=== block 1 ===
block_1/clock_nets.png
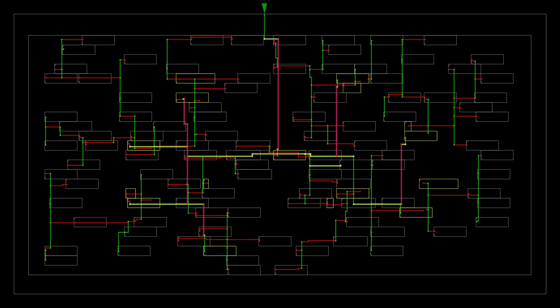

<file path="src/rtl/host_loader.sv">
// Host-side loader: streams a program into the processor memory, runs the
// processor for a fixed number of cycles, then reads registers r0..r7 back
// through a valid/ready result port.
module host_loader #(
  parameter int DEPTH      = 32,
  parameter int RUN_CYCLES = 155
) (
  input  logic        clock,
  input  logic        reset,
  input  logic        start,
  input  logic        prog_valid,
  output logic        prog_ready,
  input  logic [31:0] prog_data,
  input  logic        prog_last,
  output logic [31:0] addr,
  output logic        wr,
  output logic [31:0] wdata,
  output logic        working,
  output logic [3:0]  rID,
  input  logic [31:0] rdata,
  output logic        res_valid,
  input  logic        res_ready,
  output logic [31:0] res_data,
  output logic [2:0]  res_id,
  output logic        busy,
  output logic        done,
  output logic        err_ovf
);

  localparam int AW = (DEPTH > 1) ? $clog2(DEPTH) : 1;
  localparam int RW = (RUN_CYCLES > 1) ? $clog2(RUN_CYCLES + 1) : 1;
  localparam logic [AW-1:0] LAST_IDX = AW'(DEPTH - 1);
  localparam logic [RW-1:0] RUN_LAST = RW'(RUN_CYCLES - 1);

  typedef enum logic [2:0] {
    S_IDLE, S_LOAD, S_GAP, S_RUN, S_DRAIN, S_READ, S_WAIT, S_DONE
  } state_t;

  state_t        state_q, state_d;
  logic [AW-1:0] cnt_q, cnt_d;
  logic [RW-1:0] run_q, run_d;
  logic          drain_q, drain_d;
  logic [31:0]   addr_q, addr_d;
  logic          wr_q, wr_d;
  logic [31:0]   wdata_q, wdata_d;
  logic          working_q, working_d;
  logic [3:0]    rid_q, rid_d;
  logic          res_valid_q, res_valid_d;
  logic [31:0]   res_data_q, res_data_d;
  logic [2:0]    res_id_q, res_id_d;
  logic          done_q, done_d;
  logic          err_q, err_d;

  // Next-state and registered-output decode; the word counter stops at the
  // last index so the load address can never exceed DEPTH-1.
  always_comb begin
    state_d     = state_q;
    cnt_d       = cnt_q;
    run_d       = run_q;
    drain_d     = drain_q;
    addr_d      = addr_q;
    wr_d        = 1'b0;
    wdata_d     = wdata_q;
    working_d   = 1'b0;
    rid_d       = rid_q;
    res_valid_d = res_valid_q;
    res_data_d  = res_data_q;
    res_id_d    = res_id_q;
    done_d      = 1'b0;
    err_d       = err_q;
    unique case (state_q)
      S_IDLE: begin
        if (start) begin
          cnt_d   = '0;
          err_d   = 1'b0;
          state_d = S_LOAD;
        end
      end
      S_LOAD: begin
        if (prog_valid) begin
          wr_d    = 1'b1;
          addr_d  = 32'(cnt_q);
          wdata_d = prog_data;
          if (prog_last || cnt_q == LAST_IDX) begin
            if (!prog_last) err_d = 1'b1;
            state_d = S_GAP;
          end else begin
            cnt_d = cnt_q + AW'(1);
          end
        end
      end
      S_GAP: begin
        addr_d    = '0;
        wdata_d   = '0;
        run_d     = '0;
        working_d = 1'b1;
        state_d   = S_RUN;
      end
      S_RUN: begin
        if (run_q == RUN_LAST) begin
          drain_d = 1'b0;
          state_d = S_DRAIN;
        end else begin
          working_d = 1'b1;
          run_d     = run_q + RW'(1);
        end
      end
      S_DRAIN: begin
        if (!drain_q) begin
          drain_d = 1'b1;
          rid_d   = 4'h0;
        end else begin
          state_d = S_READ;
        end
      end
      S_READ: begin
        res_data_d  = rdata;
        res_id_d    = rid_q[2:0];
        res_valid_d = 1'b1;
        state_d     = S_WAIT;
      end
      S_WAIT: begin
        if (res_ready) begin
          res_valid_d = 1'b0;
          if (rid_q == 4'h7) begin
            rid_d   = 4'hF;
            done_d  = 1'b1;
            state_d = S_DONE;
          end else begin
            rid_d   = rid_q + 4'h1;
            state_d = S_READ;
          end
        end
      end
      S_DONE: begin
        state_d = S_IDLE;
      end
      default: state_d = S_IDLE;
    endcase
  end

  // State and output registers; reset clears everything asynchronously.
  always_ff @(posedge clock or negedge reset) begin
    if (!reset) begin
      state_q     <= S_IDLE;
      cnt_q       <= '0;
      run_q       <= '0;
      drain_q     <= 1'b0;
      addr_q      <= '0;
      wr_q        <= 1'b0;
      wdata_q     <= '0;
      working_q   <= 1'b0;
      rid_q       <= 4'hF;
      res_valid_q <= 1'b0;
      res_data_q  <= '0;
      res_id_q    <= '0;
      done_q      <= 1'b0;
      err_q       <= 1'b0;
    end else begin
      state_q     <= state_d;
      cnt_q       <= cnt_d;
      run_q       <= run_d;
      drain_q     <= drain_d;
      addr_q      <= addr_d;
      wr_q        <= wr_d;
      wdata_q     <= wdata_d;
      working_q   <= working_d;
      rid_q       <= rid_d;
      res_valid_q <= res_valid_d;
      res_data_q  <= res_data_d;
      res_id_q    <= res_id_d;
      done_q      <= done_d;
      err_q       <= err_d;
    end
  end

  assign prog_ready = (state_q == S_LOAD);
  assign busy       = (state_q != S_IDLE);
  assign addr       = addr_q;
  assign wr         = wr_q;
  assign wdata      = wdata_q;
  assign working    = working_q;
  assign rID        = rid_q;
  assign res_valid  = res_valid_q;
  assign res_data   = res_data_q;
  assign res_id     = res_id_q;
  assign done       = done_q;
  assign err_ovf    = err_q;

endmodule

</file>
<file path="config.mk">
export PLATFORM = sky130hd
export DESIGN_NAME = host_loader
export DESIGN_NICKNAME = d
export VERILOG_FILES = /design/src/rtl/host_loader.sv
export SDC_FILE = /design/constraint.sdc
export NUM_CORES = 1
export LEC_CHECK = 0
export ABC_AREA = 1
export CAP_MARGIN = 10
export CORE_ASPECT_RATIO = 0.5
export CORE_MARGIN = 4
export CORE_UTILIZATION = 43
export DETAILED_ROUTE_END_ITERATION = 10
export PLACE_DENSITY = 0.85
export SYNTH_ARGS = -nofsm -noshare
export SYNTH_HDL_FRONTEND = slang
export SYNTH_SLANG_ARGS = --single-unit
</file>
<file path="constraint.sdc">
create_clock -name clock -period 1.9 [get_ports clock]
set_input_delay 0.57 -clock clock [delete_from_list [all_inputs] [get_ports clock]]
set_output_delay 0.57 -clock clock [all_outputs]
set_load 0.01 [all_outputs]
</file>
=== block 2 ===
<file path="src/rtl/imm_extend_stage.sv">
// Registered immediate extender for the pipelined MIPS decode path.
// Extends an IN_W-bit immediate to OUT_W bits according to a mode code and
// carries a destination tag. A main register plus one skid register let the
// stage sustain one result per cycle while keeping in_ready a registered signal.
// Parameters must satisfy OUT_W >= IN_W + 2.
module imm_extend_stage #(
    parameter int unsigned IN_W  = 16,
    parameter int unsigned OUT_W = 32,
    parameter int unsigned TAG_W = 5
) (
    input  logic             clk,
    input  logic             rst,
    input  logic             in_valid,
    output logic             in_ready,
    input  logic [IN_W-1:0]  in_imm,
    input  logic [2:0]       in_mode,
    input  logic [TAG_W-1:0] in_tag,
    input  logic             flush,
    output logic             out_valid,
    input  logic             out_ready,
    output logic [OUT_W-1:0] out_imm,
    output logic [TAG_W-1:0] out_tag,
    output logic             out_err
);

    localparam int unsigned EXT_W = OUT_W - IN_W;

    logic [OUT_W-1:0] sext;
    logic [OUT_W-1:0] ext_imm;
    logic             ext_err;

    logic             main_valid_q, main_valid_d;
    logic [OUT_W-1:0] main_imm_q, main_imm_d;
    logic [TAG_W-1:0] main_tag_q, main_tag_d;
    logic             main_err_q, main_err_d;

    logic             skid_valid_q, skid_valid_d;
    logic [OUT_W-1:0] skid_imm_q, skid_imm_d;
    logic [TAG_W-1:0] skid_tag_q, skid_tag_d;
    logic             skid_err_q, skid_err_d;

    logic             in_ready_q, in_ready_d;
    logic             in_hs;
    logic             out_hs;

    // Extension happens before storage so held entries are already final.
    always_comb begin
        sext    = {{EXT_W{in_imm[IN_W-1]}}, in_imm};
        ext_imm = '0;
        ext_err = 1'b0;
        case (in_mode)
            3'd0:    ext_imm = {{EXT_W{1'b0}}, in_imm};
            3'd1:    ext_imm = sext;
            3'd2:    ext_imm = {in_imm, {EXT_W{1'b0}}};
            3'd3:    ext_imm = {sext[OUT_W-3:0], 2'b00};
            default: ext_err = 1'b1;
        endcase
    end

    // Main/skid next-state: flush wins, then drain, then accept.
    always_comb begin
        main_valid_d = main_valid_q;
        main_imm_d   = main_imm_q;
        main_tag_d   = main_tag_q;
        main_err_d   = main_err_q;
        skid_valid_d = skid_valid_q;
        skid_imm_d   = skid_imm_q;
        skid_tag_d   = skid_tag_q;
        skid_err_d   = skid_err_q;

        in_hs  = in_valid & in_ready_q;
        out_hs = main_valid_q & out_ready;

        if (flush) begin
            // Data registers keep their last value so out_* stay stable.
            main_valid_d = 1'b0;
            skid_valid_d = 1'b0;
        end else if (out_hs) begin
            if (skid_valid_q) begin
                // in_hs cannot occur here because in_ready_q is low.
                main_valid_d = 1'b1;
                main_imm_d   = skid_imm_q;
                main_tag_d   = skid_tag_q;
                main_err_d   = skid_err_q;
                skid_valid_d = 1'b0;
            end else if (in_hs) begin
                main_valid_d = 1'b1;
                main_imm_d   = ext_imm;
                main_tag_d   = in_tag;
                main_err_d   = ext_err;
            end else begin
                main_valid_d = 1'b0;
            end
        end else if (in_hs) begin
            if (!main_valid_q) begin
                main_valid_d = 1'b1;
                main_imm_d   = ext_imm;
                main_tag_d   = in_tag;
                main_err_d   = ext_err;
            end else begin
                skid_valid_d = 1'b1;
                skid_imm_d   = ext_imm;
                skid_tag_d   = in_tag;
                skid_err_d   = ext_err;
            end
        end

        in_ready_d = ~skid_valid_d;
    end

    // State registers; async reset empties both entries and clears outputs.
    always_ff @(posedge clk or posedge rst) begin
        if (rst) begin
            main_valid_q <= 1'b0;
            main_imm_q   <= '0;
            main_tag_q   <= '0;
            main_err_q   <= 1'b0;
            skid_valid_q <= 1'b0;
            skid_imm_q   <= '0;
            skid_tag_q   <= '0;
            skid_err_q   <= 1'b0;
            in_ready_q   <= 1'b1;
        end else begin
            main_valid_q <= main_valid_d;
            main_imm_q   <= main_imm_d;
            main_tag_q   <= main_tag_d;
            main_err_q   <= main_err_d;
            skid_valid_q <= skid_valid_d;
            skid_imm_q   <= skid_imm_d;
            skid_tag_q   <= skid_tag_d;
            skid_err_q   <= skid_err_d;
            in_ready_q   <= in_ready_d;
        end
    end

    assign in_ready  = in_ready_q;
    assign out_valid = main_valid_q;
    assign out_imm   = main_imm_q;
    assign out_tag   = main_tag_q;
    assign out_err   = main_err_q;

endmodule

</file>
<file path="config.mk">
export PLATFORM = sky130hd
export DESIGN_NAME = imm_extend_stage
export DESIGN_NICKNAME = d
export VERILOG_FILES = /design/src/rtl/imm_extend_stage.sv
export SDC_FILE = /design/constraint.sdc
export NUM_CORES = 1
export LEC_CHECK = 0
export CORE_ASPECT_RATIO = 0.5
export CORE_MARGIN = 2
export CORE_UTILIZATION = 30
export CTS_BUF_LIST = sky130_fd_sc_hd__clkbuf_8
export CTS_CLUSTER_DIAMETER = 60
export DETAILED_ROUTE_END_ITERATION = 6
export SYNTH_ARGS = -nofsm -noshare
export SYNTH_HDL_FRONTEND = slang
export SYNTH_SLANG_ARGS = --single-unit
</file>
<file path="constraint.sdc">
create_clock -name clk -period 2.3 [get_ports clk]
set_input_delay 0.46 -clock clk [delete_from_list [all_inputs] [get_ports clk]]
set_output_delay 0.46 -clock clk [all_outputs]
set_load 0.01 [all_outputs]
</file>
=== block 3 ===
## config.mk

```make
export PLATFORM = sky130hd
export DESIGN_NAME = lcd_cmd_sequencer
export DESIGN_NICKNAME = d
export VERILOG_FILES = /design/src/rtl/lcd_cmd_sequencer.sv
export SDC_FILE = /design/constraint.sdc
export NUM_CORES = 1
export LEC_CHECK = 0
export CAP_MARGIN = 20
export CORE_MARGIN = 1
export CORE_UTILIZATION = 40
export CTS_BUF_LIST = sky130_fd_sc_hd__clkbuf_8
export DETAILED_ROUTE_END_ITERATION = 6
export PLACE_DENSITY = 0.53
export SYNTH_ARGS = -nofsm -noshare
export SYNTH_HDL_FRONTEND = slang
export SYNTH_SLANG_ARGS = --single-unit
```

## constraint.sdc

```tcl
create_clock -name clk -period 29 [get_ports clk]
set_clock_uncertainty 0.2 [all_clocks]
set_input_delay 2.9 -clock clk [delete_from_list [all_inputs] [get_ports clk]]
set_output_delay 2.9 -clock clk [all_outputs]
set_load 0.1 [all_outputs]
```

## src/rtl/lcd_cmd_sequencer.sv

```systemverilog
// Command source for the LCD instruction FSM: issues the one-time configuration
// sequence, then refreshes both 16-character lines from a 32-byte buffer forever.
module lcd_cmd_sequencer #(
    parameter int unsigned CLEAR_WAIT = 82000,
    parameter int unsigned CNT_MAX    = 2080
) (
    input  logic        clk,
    input  logic        reset,
    input  logic        init_done,
    input  logic        done,
    input  logic        wr_en,
    input  logic [4:0]  wr_addr,
    input  logic [7:0]  wr_data,
    output logic        next_instruction,
    output logic [9:0]  db,
    output logic [11:0] clk_cnt,
    output logic        config_done,
    output logic        frame_done
);

    typedef enum logic [1:0] {
        ST_IDLE,
        ST_ISSUE,
        ST_WAIT_DONE,
        ST_CLEAR_WAIT
    } state_t;

    localparam logic [11:0] CNT_TOP    = 12'(CNT_MAX);
    localparam logic [16:0] WAIT_LAST  = 17'(CLEAR_WAIT - 1);
    localparam logic [5:0]  STEP_CLEAR = 6'd3;
    localparam logic [5:0]  STEP_LINE1 = 6'd4;
    localparam logic [5:0]  STEP_LINE2 = 6'd21;
    localparam logic [5:0]  STEP_LAST  = 6'd37;

    state_t      state_q, state_d;
    logic [5:0]  step_q, step_d;
    logic [16:0] wait_cnt_q, wait_cnt_d;
    logic [11:0] clk_cnt_q, clk_cnt_d;
    logic [9:0]  db_q, db_d;
    logic        next_instruction_q, next_instruction_d;
    logic        config_done_q, config_done_d;
    logic        frame_done_q, frame_done_d;
    logic [7:0]  buf_q [32];
    logic [7:0]  buf_d [32];

    logic [4:0]  char_idx;
    logic [9:0]  word;

    // Character buffer; writes are accepted regardless of sequencer state.
    always_comb begin
        buf_d = buf_q;
        if (wr_en) begin
            buf_d[wr_addr] = wr_data;
        end
    end

    always_ff @(posedge clk or posedge reset) begin
        if (reset) begin
            for (int unsigned i = 0; i < 32; i++) begin
                buf_q[i] <= 8'h20;
            end
        end else begin
            buf_q <= buf_d;
        end
    end

    // Steps 5-20 map to entries 0-15, steps 22-37 to entries 16-31.
    always_comb begin
        char_idx = '0;
        word     = '0;
        if (step_q > STEP_LINE2) begin
            char_idx = 5'(step_q - 6'd6);
        end else begin
            char_idx = 5'(step_q - 6'd5);
        end
        case (step_q)
            6'd0:       word = 10'h028;
            6'd1:       word = 10'h006;
            6'd2:       word = 10'h00C;
            6'd3:       word = 10'h001;
            STEP_LINE1: word = 10'h080;
            STEP_LINE2: word = 10'h0C0;
            default:    word = {2'b10, buf_q[char_idx]};
        endcase
    end

    always_comb begin
        state_d            = state_q;
        step_d             = step_q;
        wait_cnt_d         = wait_cnt_q;
        clk_cnt_d          = clk_cnt_q;
        db_d               = db_q;
        next_instruction_d = 1'b0;
        config_done_d      = config_done_q;
        frame_done_d       = 1'b0;

        case (state_q)
            ST_IDLE: begin
                if (init_done) begin
                    step_d  = '0;
                    state_d = ST_ISSUE;
                end
            end

            ST_ISSUE: begin
                next_instruction_d = 1'b1;
                db_d               = word;
                clk_cnt_d          = '0;
                // First line-1 address issue marks the end of configuration.
                if (step_q == STEP_LINE1) begin
                    config_done_d = 1'b1;
                end
                state_d = ST_WAIT_DONE;
            end

            ST_WAIT_DONE: begin
                if (clk_cnt_q < CNT_TOP) begin
                    clk_cnt_d = clk_cnt_q + 12'd1;
                end
                if (done) begin
                    if (step_q == STEP_CLEAR) begin
                        wait_cnt_d = '0;
                        clk_cnt_d  = '0;
                        state_d    = ST_CLEAR_WAIT;
                    end else begin
                        if (step_q == STEP_LAST) begin
                            step_d       = STEP_LINE1;
                            frame_done_d = 1'b1;
                        end else begin
                            step_d = step_q + 6'd1;
                        end
                        state_d = ST_ISSUE;
                    end
                end
            end

            ST_CLEAR_WAIT: begin
                if (wait_cnt_q == WAIT_LAST) begin
                    step_d  = STEP_LINE1;
                    state_d = ST_ISSUE;
                end else begin
                    wait_cnt_d = wait_cnt_q + 17'd1;
                end
            end

            default: state_d = ST_IDLE;
        endcase
    end

    always_ff @(posedge clk or posedge reset) begin
        if (reset) begin
            state_q            <= ST_IDLE;
            step_q             <= '0;
            wait_cnt_q         <= '0;
            clk_cnt_q          <= '0;
            db_q               <= '0;
            next_instruction_q <= 1'b0;
            config_done_q      <= 1'b0;
            frame_done_q       <= 1'b0;
        end else begin
            state_q            <= state_d;
            step_q             <= step_d;
            wait_cnt_q         <= wait_cnt_d;
            clk_cnt_q          <= clk_cnt_d;
            db_q               <= db_d;
            next_instruction_q <= next_instruction_d;
            config_done_q      <= config_done_d;
            frame_done_q       <= frame_done_d;
        end
    end

    assign next_instruction = next_instruction_q;
    assign db               = db_q;
    assign clk_cnt          = clk_cnt_q;
    assign config_done      = config_done_q;
    assign frame_done       = frame_done_q;

endmodule

```

block_3/m3.png
Scale: 2 px per µm. Cells faint in the background.
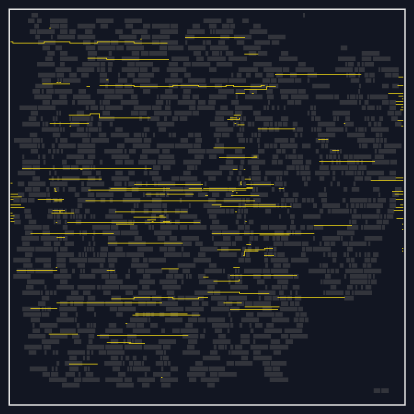
nets with wire on the layer	87
longest straight run	84.4 µm
share of all routed wire	4.6%
main direction	horizontal
wire length on this layer	1910 µm
met3 Use GR: 0.0405
routed vias: 10521
drt total wl: 42000 µm

==> impl_metrics.ini, block 3 <==
; synthesis and place-and-route metrics
[outcome]
status = complete, no violations

[setup_path]
start_kind = input port

[global_route]
grt_use_met2 = 0.351

[detailed_routing]
initialDrtViolationCount = 626
drtPass1Iterations = 7
highest-signal-layer = met4

[sta]
clock.fmax_mhz = 186
fin_tns_setup_ns = 0
rsz0062_at_grt = no

[final_layout]
final.clkbuf_count = 74
diodes = 0

[placement]
dp_cells = 1787

[power]
clock_net_power_w = 0.000413

[synth]
synthesis.nets = 1327

[die]
num_rows = 71
pin_count = 43

[cts]
cts_tree = built
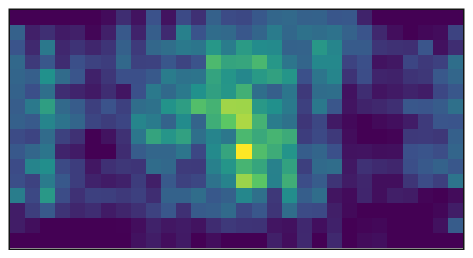
block_1/route_heat.png
Scale: 3 px per µm. 30 x 16 tiles, from dark purple (low) to yellow (high), scaled to the fullest tile. Values are wire area over tile area, all layers added.
tiles over half the peak	10%
nearly empty tiles	12%
emptiest ninth of the die	south-east
densest ninth of the die	center

Notes on block_1/clock_nets.png above:
Seq cells: 98
Clk Latency, worst-skew pair: 0.34 ns
clk pwr: 0.00196 W
CTS buffer count: 9
clock skew: 0.00774 ns

==> impl_metrics.ini, block 1 <==
; synthesis and place-and-route metrics
[final_layout]
inverters = 24
mostFrequentLayoutCell = clkdlybuf4s50_1
drive_gt1_frac = 0.153
logic_area_um2 = 1650
largest_class = flip-flops and latches
nets = 689

[synth]
synth_top_area_share = 0.535
synth-edff-count = 0

[global_route]
grt_usage = 0.193
grtUsageMet3 = 0.0431

[power]
pg_seq_w = 0.00332
powerComb_w = 0.00418
top_power_group = combinational cells

[placement]
gp_congestion = 0.862

[detailed_routing]
drtPass1Iterations = 5
wire_per_inst_um = 15.7
via_per_inst = 4.93

[outcome]
status = complete, no violations

[sta]
clock.fmax_mhz = 536
hold_ws_ns = 0.173

[cts]
cts_root_buf = clkbuf_16

[setup_path]
slowest_stage = dfrtp_2
critPathMaxFanout = 3
reg2reg_depth = 11
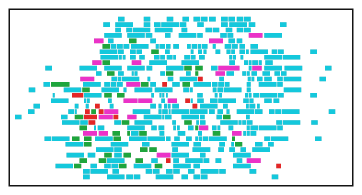
block_2/sizing.png
Scale: 2 px per µm.
color	size	cells	most used
magenta	x6 and larger	22	buf_12
green	x2	42	mux2_2
cyan	x1 and smaller	347	dfrtp_1
red	x3 and x4	13	buf_4
fin worst setup slack: 0.365 ns
P&R area growth vs syn: 27.9%
Final Cell Area: 5350 µm²

==> impl_metrics.ini, block 2 <==
; synthesis and place-and-route metrics
[detailed_routing]
drtPass1Iterations = 6
initialDrtViolationCount = 282
route.met3.wl_um = 575
wl_met2_um = 5190

[final_layout]
clockNetworkAreaShare = 0.0355
flops = 79
final.clkbuf_count = 10
postLayoutCoreUtil = 0.394

[global_route]
grt_antenna_before_repair = 0
grt_use_met2 = 0.250

[die]
core_area_um2 = 13600
fp_util = 0.308

[sta]
hold_ws_ns = 0.482
final_min_period_over_clock_period = 0.841
fin_tns_setup_ns = 0

[synth]
synthCells = 362
common_cells = dfrtp_1 (78), mux2_2 (35), a2111oi_0 (29)
synth-main-ff-cell = dfrtp_1
synth_area_um2 = 4190
adder_share = 0

[power]
combPwrFrac = 0.257
p_int_w = 0.00274

[cts]
cts_tree = built
cts_setup_buffers = 0
clkSinkCount = 79

[placement]
dp_slack_ns = 0.0551
dp_cells = 600

[setup_path]
crit_path_end_kind = primary output

[min_path]
worstHoldPathType = reg2reg

[outcome]
status = complete, no violations

=== block 4 ===
block_4/clock_nets.png
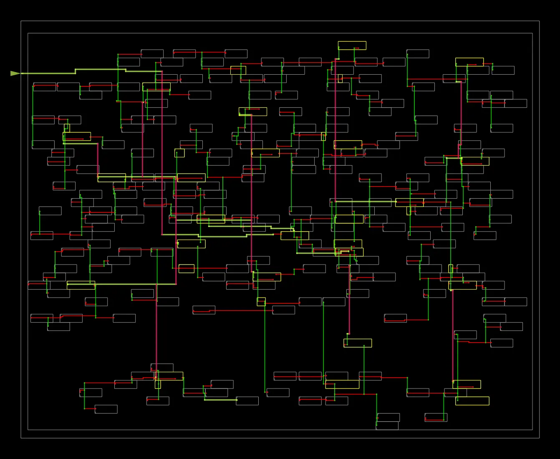
block_4/class_map.png
Scale: 3 px per µm.
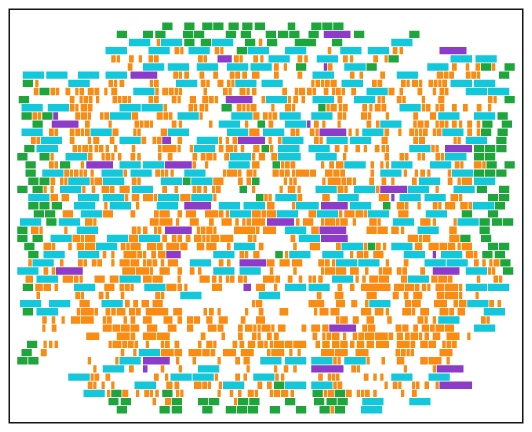
block_4/m3.png
Scale: 2 px per µm. Cells faint in the background.
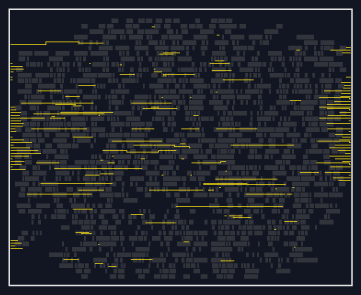
`config.mk`:
```
export PLATFORM = sky130hd
export DESIGN_NAME = divider32
export DESIGN_NICKNAME = d
export VERILOG_FILES = /design/src/rtl/divider32.sv
export SDC_FILE = /design/constraint.sdc
export NUM_CORES = 1
export LEC_CHECK = 0
export CORE_ASPECT_RATIO = 0.8
export CORE_MARGIN = 2
export CORE_UTILIZATION = 45
export DETAILED_ROUTE_END_ITERATION = 10
export PLACE_DENSITY = 0.67
export SYNTH_ARGS = -nofsm -noshare
export SYNTH_HDL_FRONTEND = slang
export SYNTH_SLANG_ARGS = --single-unit
```
`constraint.sdc`:
```
create_clock -name clk -period 4.6 [get_ports clk]
set_clock_uncertainty 0.2 [all_clocks]
set_input_delay 0.69 -clock clk [delete_from_list [all_inputs] [get_ports clk]]
set_output_delay 0.69 -clock clk [all_outputs]
set_load 0.01 [all_outputs]
```
`src/rtl/divider32.sv`:
```
`default_nettype none
// ============================================================================
// divider32 : 32-bit sequential restoring divider, one quotient bit per cycle.
// Optional signed mode enabled by defining DIVIDER32_SIGNED_EN.
// Revision  : 1.0
// ============================================================================

module divider32 (
  input  logic        clk,
  input  logic        rst,
  input  logic        start,
  input  logic [31:0] A,
  input  logic [31:0] B,
`ifdef DIVIDER32_SIGNED_EN
  input  logic        sgn,
`endif
  output logic [31:0] Q,
  output logic [31:0] R,
  output logic        busy,
  output logic        done,
  output logic        V,
  output logic        DZ
);

  typedef enum logic [1:0] {
    S_IDLE = 2'd0,
    S_CALC = 2'd1,
    S_DONE = 2'd2
  } state_t;

  state_t      state_q, state_d;
  logic [4:0]  cnt_q, cnt_d;
  logic [31:0] rem_q, rem_d;
  logic [31:0] dvd_q, dvd_d;
  logic [31:0] dvs_q, dvs_d;
  logic [31:0] a_q, a_d;
  logic        dz_pend_q, dz_pend_d;
  logic        ovf_q, ovf_d;
  logic        neg_quo_q, neg_quo_d;
  logic        neg_rem_q, neg_rem_d;
  logic [31:0] quo_q, quo_d;
  logic [31:0] rmd_q, rmd_d;
  logic        v_q, v_d;
  logic        dz_q, dz_d;
  logic        done_q, done_d;
  logic        busy_q, busy_d;

  logic        signed_mode;
`ifdef DIVIDER32_SIGNED_EN
  assign signed_mode = sgn;
`else
  assign signed_mode = 1'b0;
`endif

  // Operands are reduced to magnitudes at capture; signs are reapplied at DONE.
  logic        a_neg, b_neg;
  logic [31:0] a_mag, b_mag;
  assign a_neg = signed_mode & A[31];
  assign b_neg = signed_mode & B[31];
  assign a_mag = a_neg ? (32'd0 - A) : A;
  assign b_mag = b_neg ? (32'd0 - B) : B;

  // rem_sh can reach 33 bits; the compare is the borrow of the 33-bit subtract.
  logic [32:0] rem_sh;
  logic        no_borrow;
  logic [31:0] trial;
  assign rem_sh    = {rem_q, dvd_q[31]};
  assign no_borrow = (rem_sh >= {1'b0, dvs_q});
  assign trial     = rem_sh[31:0] - dvs_q;

  always_comb begin
    state_d   = state_q;
    cnt_d     = cnt_q;
    rem_d     = rem_q;
    dvd_d     = dvd_q;
    dvs_d     = dvs_q;
    a_d       = a_q;
    dz_pend_d = dz_pend_q;
    ovf_d     = ovf_q;
    neg_quo_d = neg_quo_q;
    neg_rem_d = neg_rem_q;
    quo_d     = quo_q;
    rmd_d     = rmd_q;
    v_d       = v_q;
    dz_d      = dz_q;
    done_d    = 1'b0;

    case (state_q)
      S_IDLE: begin
        if (start) begin
          a_d       = A;
          dvd_d     = a_mag;
          dvs_d     = b_mag;
          rem_d     = 32'd0;
          cnt_d     = 5'd0;
          neg_quo_d = a_neg ^ b_neg;
          neg_rem_d = a_neg;
          ovf_d     = signed_mode && (A == 32'h8000_0000) && (B == 32'hFFFF_FFFF);
          dz_pend_d = (B == 32'd0);
          state_d   = (B == 32'd0) ? S_DONE : S_CALC;
        end
      end
      S_CALC: begin
        rem_d = no_borrow ? trial : rem_sh[31:0];
        dvd_d = {dvd_q[30:0], no_borrow};
        cnt_d = cnt_q + 5'd1;
        if (cnt_q == 5'd31) begin
          state_d = S_DONE;
        end
      end
      S_DONE: begin
        done_d  = 1'b1;
        state_d = S_IDLE;
        if (dz_pend_q) begin
          quo_d = 32'hFFFF_FFFF;
          rmd_d = a_q;
          dz_d  = 1'b1;
          v_d   = 1'b0;
        end else begin
          quo_d = neg_quo_q ? (32'd0 - dvd_q) : dvd_q;
          rmd_d = neg_rem_q ? (32'd0 - rem_q) : rem_q;
          dz_d  = 1'b0;
          v_d   = ovf_q;
        end
      end
      default: begin
        state_d = S_IDLE;
      end
    endcase

    // busy also covers the done pulse cycle, while the FSM is already idle
    busy_d = (state_d != S_IDLE) | done_d;
  end

  always_ff @(posedge clk) begin
    if (rst) begin
      state_q   <= S_IDLE;
      cnt_q     <= 5'd0;
      rem_q     <= 32'd0;
      dvd_q     <= 32'd0;
      dvs_q     <= 32'd0;
      a_q       <= 32'd0;
      dz_pend_q <= 1'b0;
      ovf_q     <= 1'b0;
      neg_quo_q <= 1'b0;
      neg_rem_q <= 1'b0;
      quo_q     <= 32'd0;
      rmd_q     <= 32'd0;
      v_q       <= 1'b0;
      dz_q      <= 1'b0;
      done_q    <= 1'b0;
      busy_q    <= 1'b0;
    end else begin
      state_q   <= state_d;
      cnt_q     <= cnt_d;
      rem_q     <= rem_d;
      dvd_q     <= dvd_d;
      dvs_q     <= dvs_d;
      a_q       <= a_d;
      dz_pend_q <= dz_pend_d;
      ovf_q     <= ovf_d;
      neg_quo_q <= neg_quo_d;
      neg_rem_q <= neg_rem_d;
      quo_q     <= quo_d;
      rmd_q     <= rmd_d;
      v_q       <= v_d;
      dz_q      <= dz_d;
      done_q    <= done_d;
      busy_q    <= busy_d;
    end
  end

  assign Q    = quo_q;
  assign R    = rmd_q;
  assign V    = v_q;
  assign DZ   = dz_q;
  assign done = done_q;
  assign busy = busy_q;

endmodule

`default_nettype wire

```
==> impl_metrics.ini <==
; synthesis and place-and-route metrics
[setup_path]
critPathArrivalTime_ns = 3.71
slowest_stage = o41ai_4
crit_buf_inv = 1

[die]
fp_util = 0.461
dieArea_um2 = 23400

[power]
leakagePower_nw = 4.53
powerComb_w = 0.00179
p_switching_w = 0.00183

[synth]
syn_avg_cell_area_um2 = 7.70
yosysMostFrequentCell = dfxtp_1
synth_area_leader_cell = dfxtp_1
synthCells = 1299
synthAoiAreaFrac = 0.172

[final_layout]
fin_cells = 1685
diodes = 0
inverters = 43
nMultiInputCombCells = 959

[detailed_routing]
route.met3.wl_um = 1500
wl_met2_um = 12100
ant_nets = 0

[min_path]
worstHoldStart = dvs_q[22]

[outcome]
status = complete, no violations
Notes on block_4/clock_nets.png above:
Seq cells: 203
Clk Latency, worst-skew pair: 0.51 ns
CTS sink cnt: 203
CLK BUF: 29

Notes on block_4/class_map.png above:
color	class	cells	share of their area
orange	remaining logic cells	1002	47%
purple	clock drivers and dummy loads	35	6.0%
cyan	registers	203	35%
green	remaining buffers and delay cells	145	12%
core area: 21700 µm²
post-layout util: 0.559
# rows: 48

Notes on block_4/m3.png above:
longest straight run	53.4 µm
share of all routed wire	5.5%
routed vias: 9104
met3 Use GR: 0.0339
drt total wl: 27400 µm



==> layout pictures side by side <==
Cell sizes after repair.
picture 1
Scale: 2 px per µm.
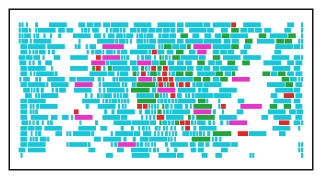
picture 2
Scale: 1.5 px per µm.
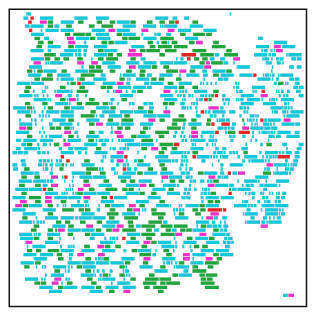
picture 3
Scale: 1.5 px per µm.
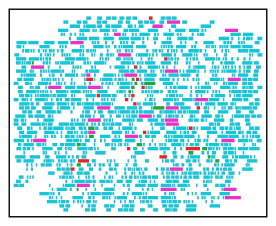
The one with the fewest cells is picture 1.
The one with the largest die is picture 2.
| from | picture |
|---|---|
| block 3 | picture 2 |
| block 1 | picture 1 |
| block 4 | picture 3 |

Power and IR drop assume default switching activity.
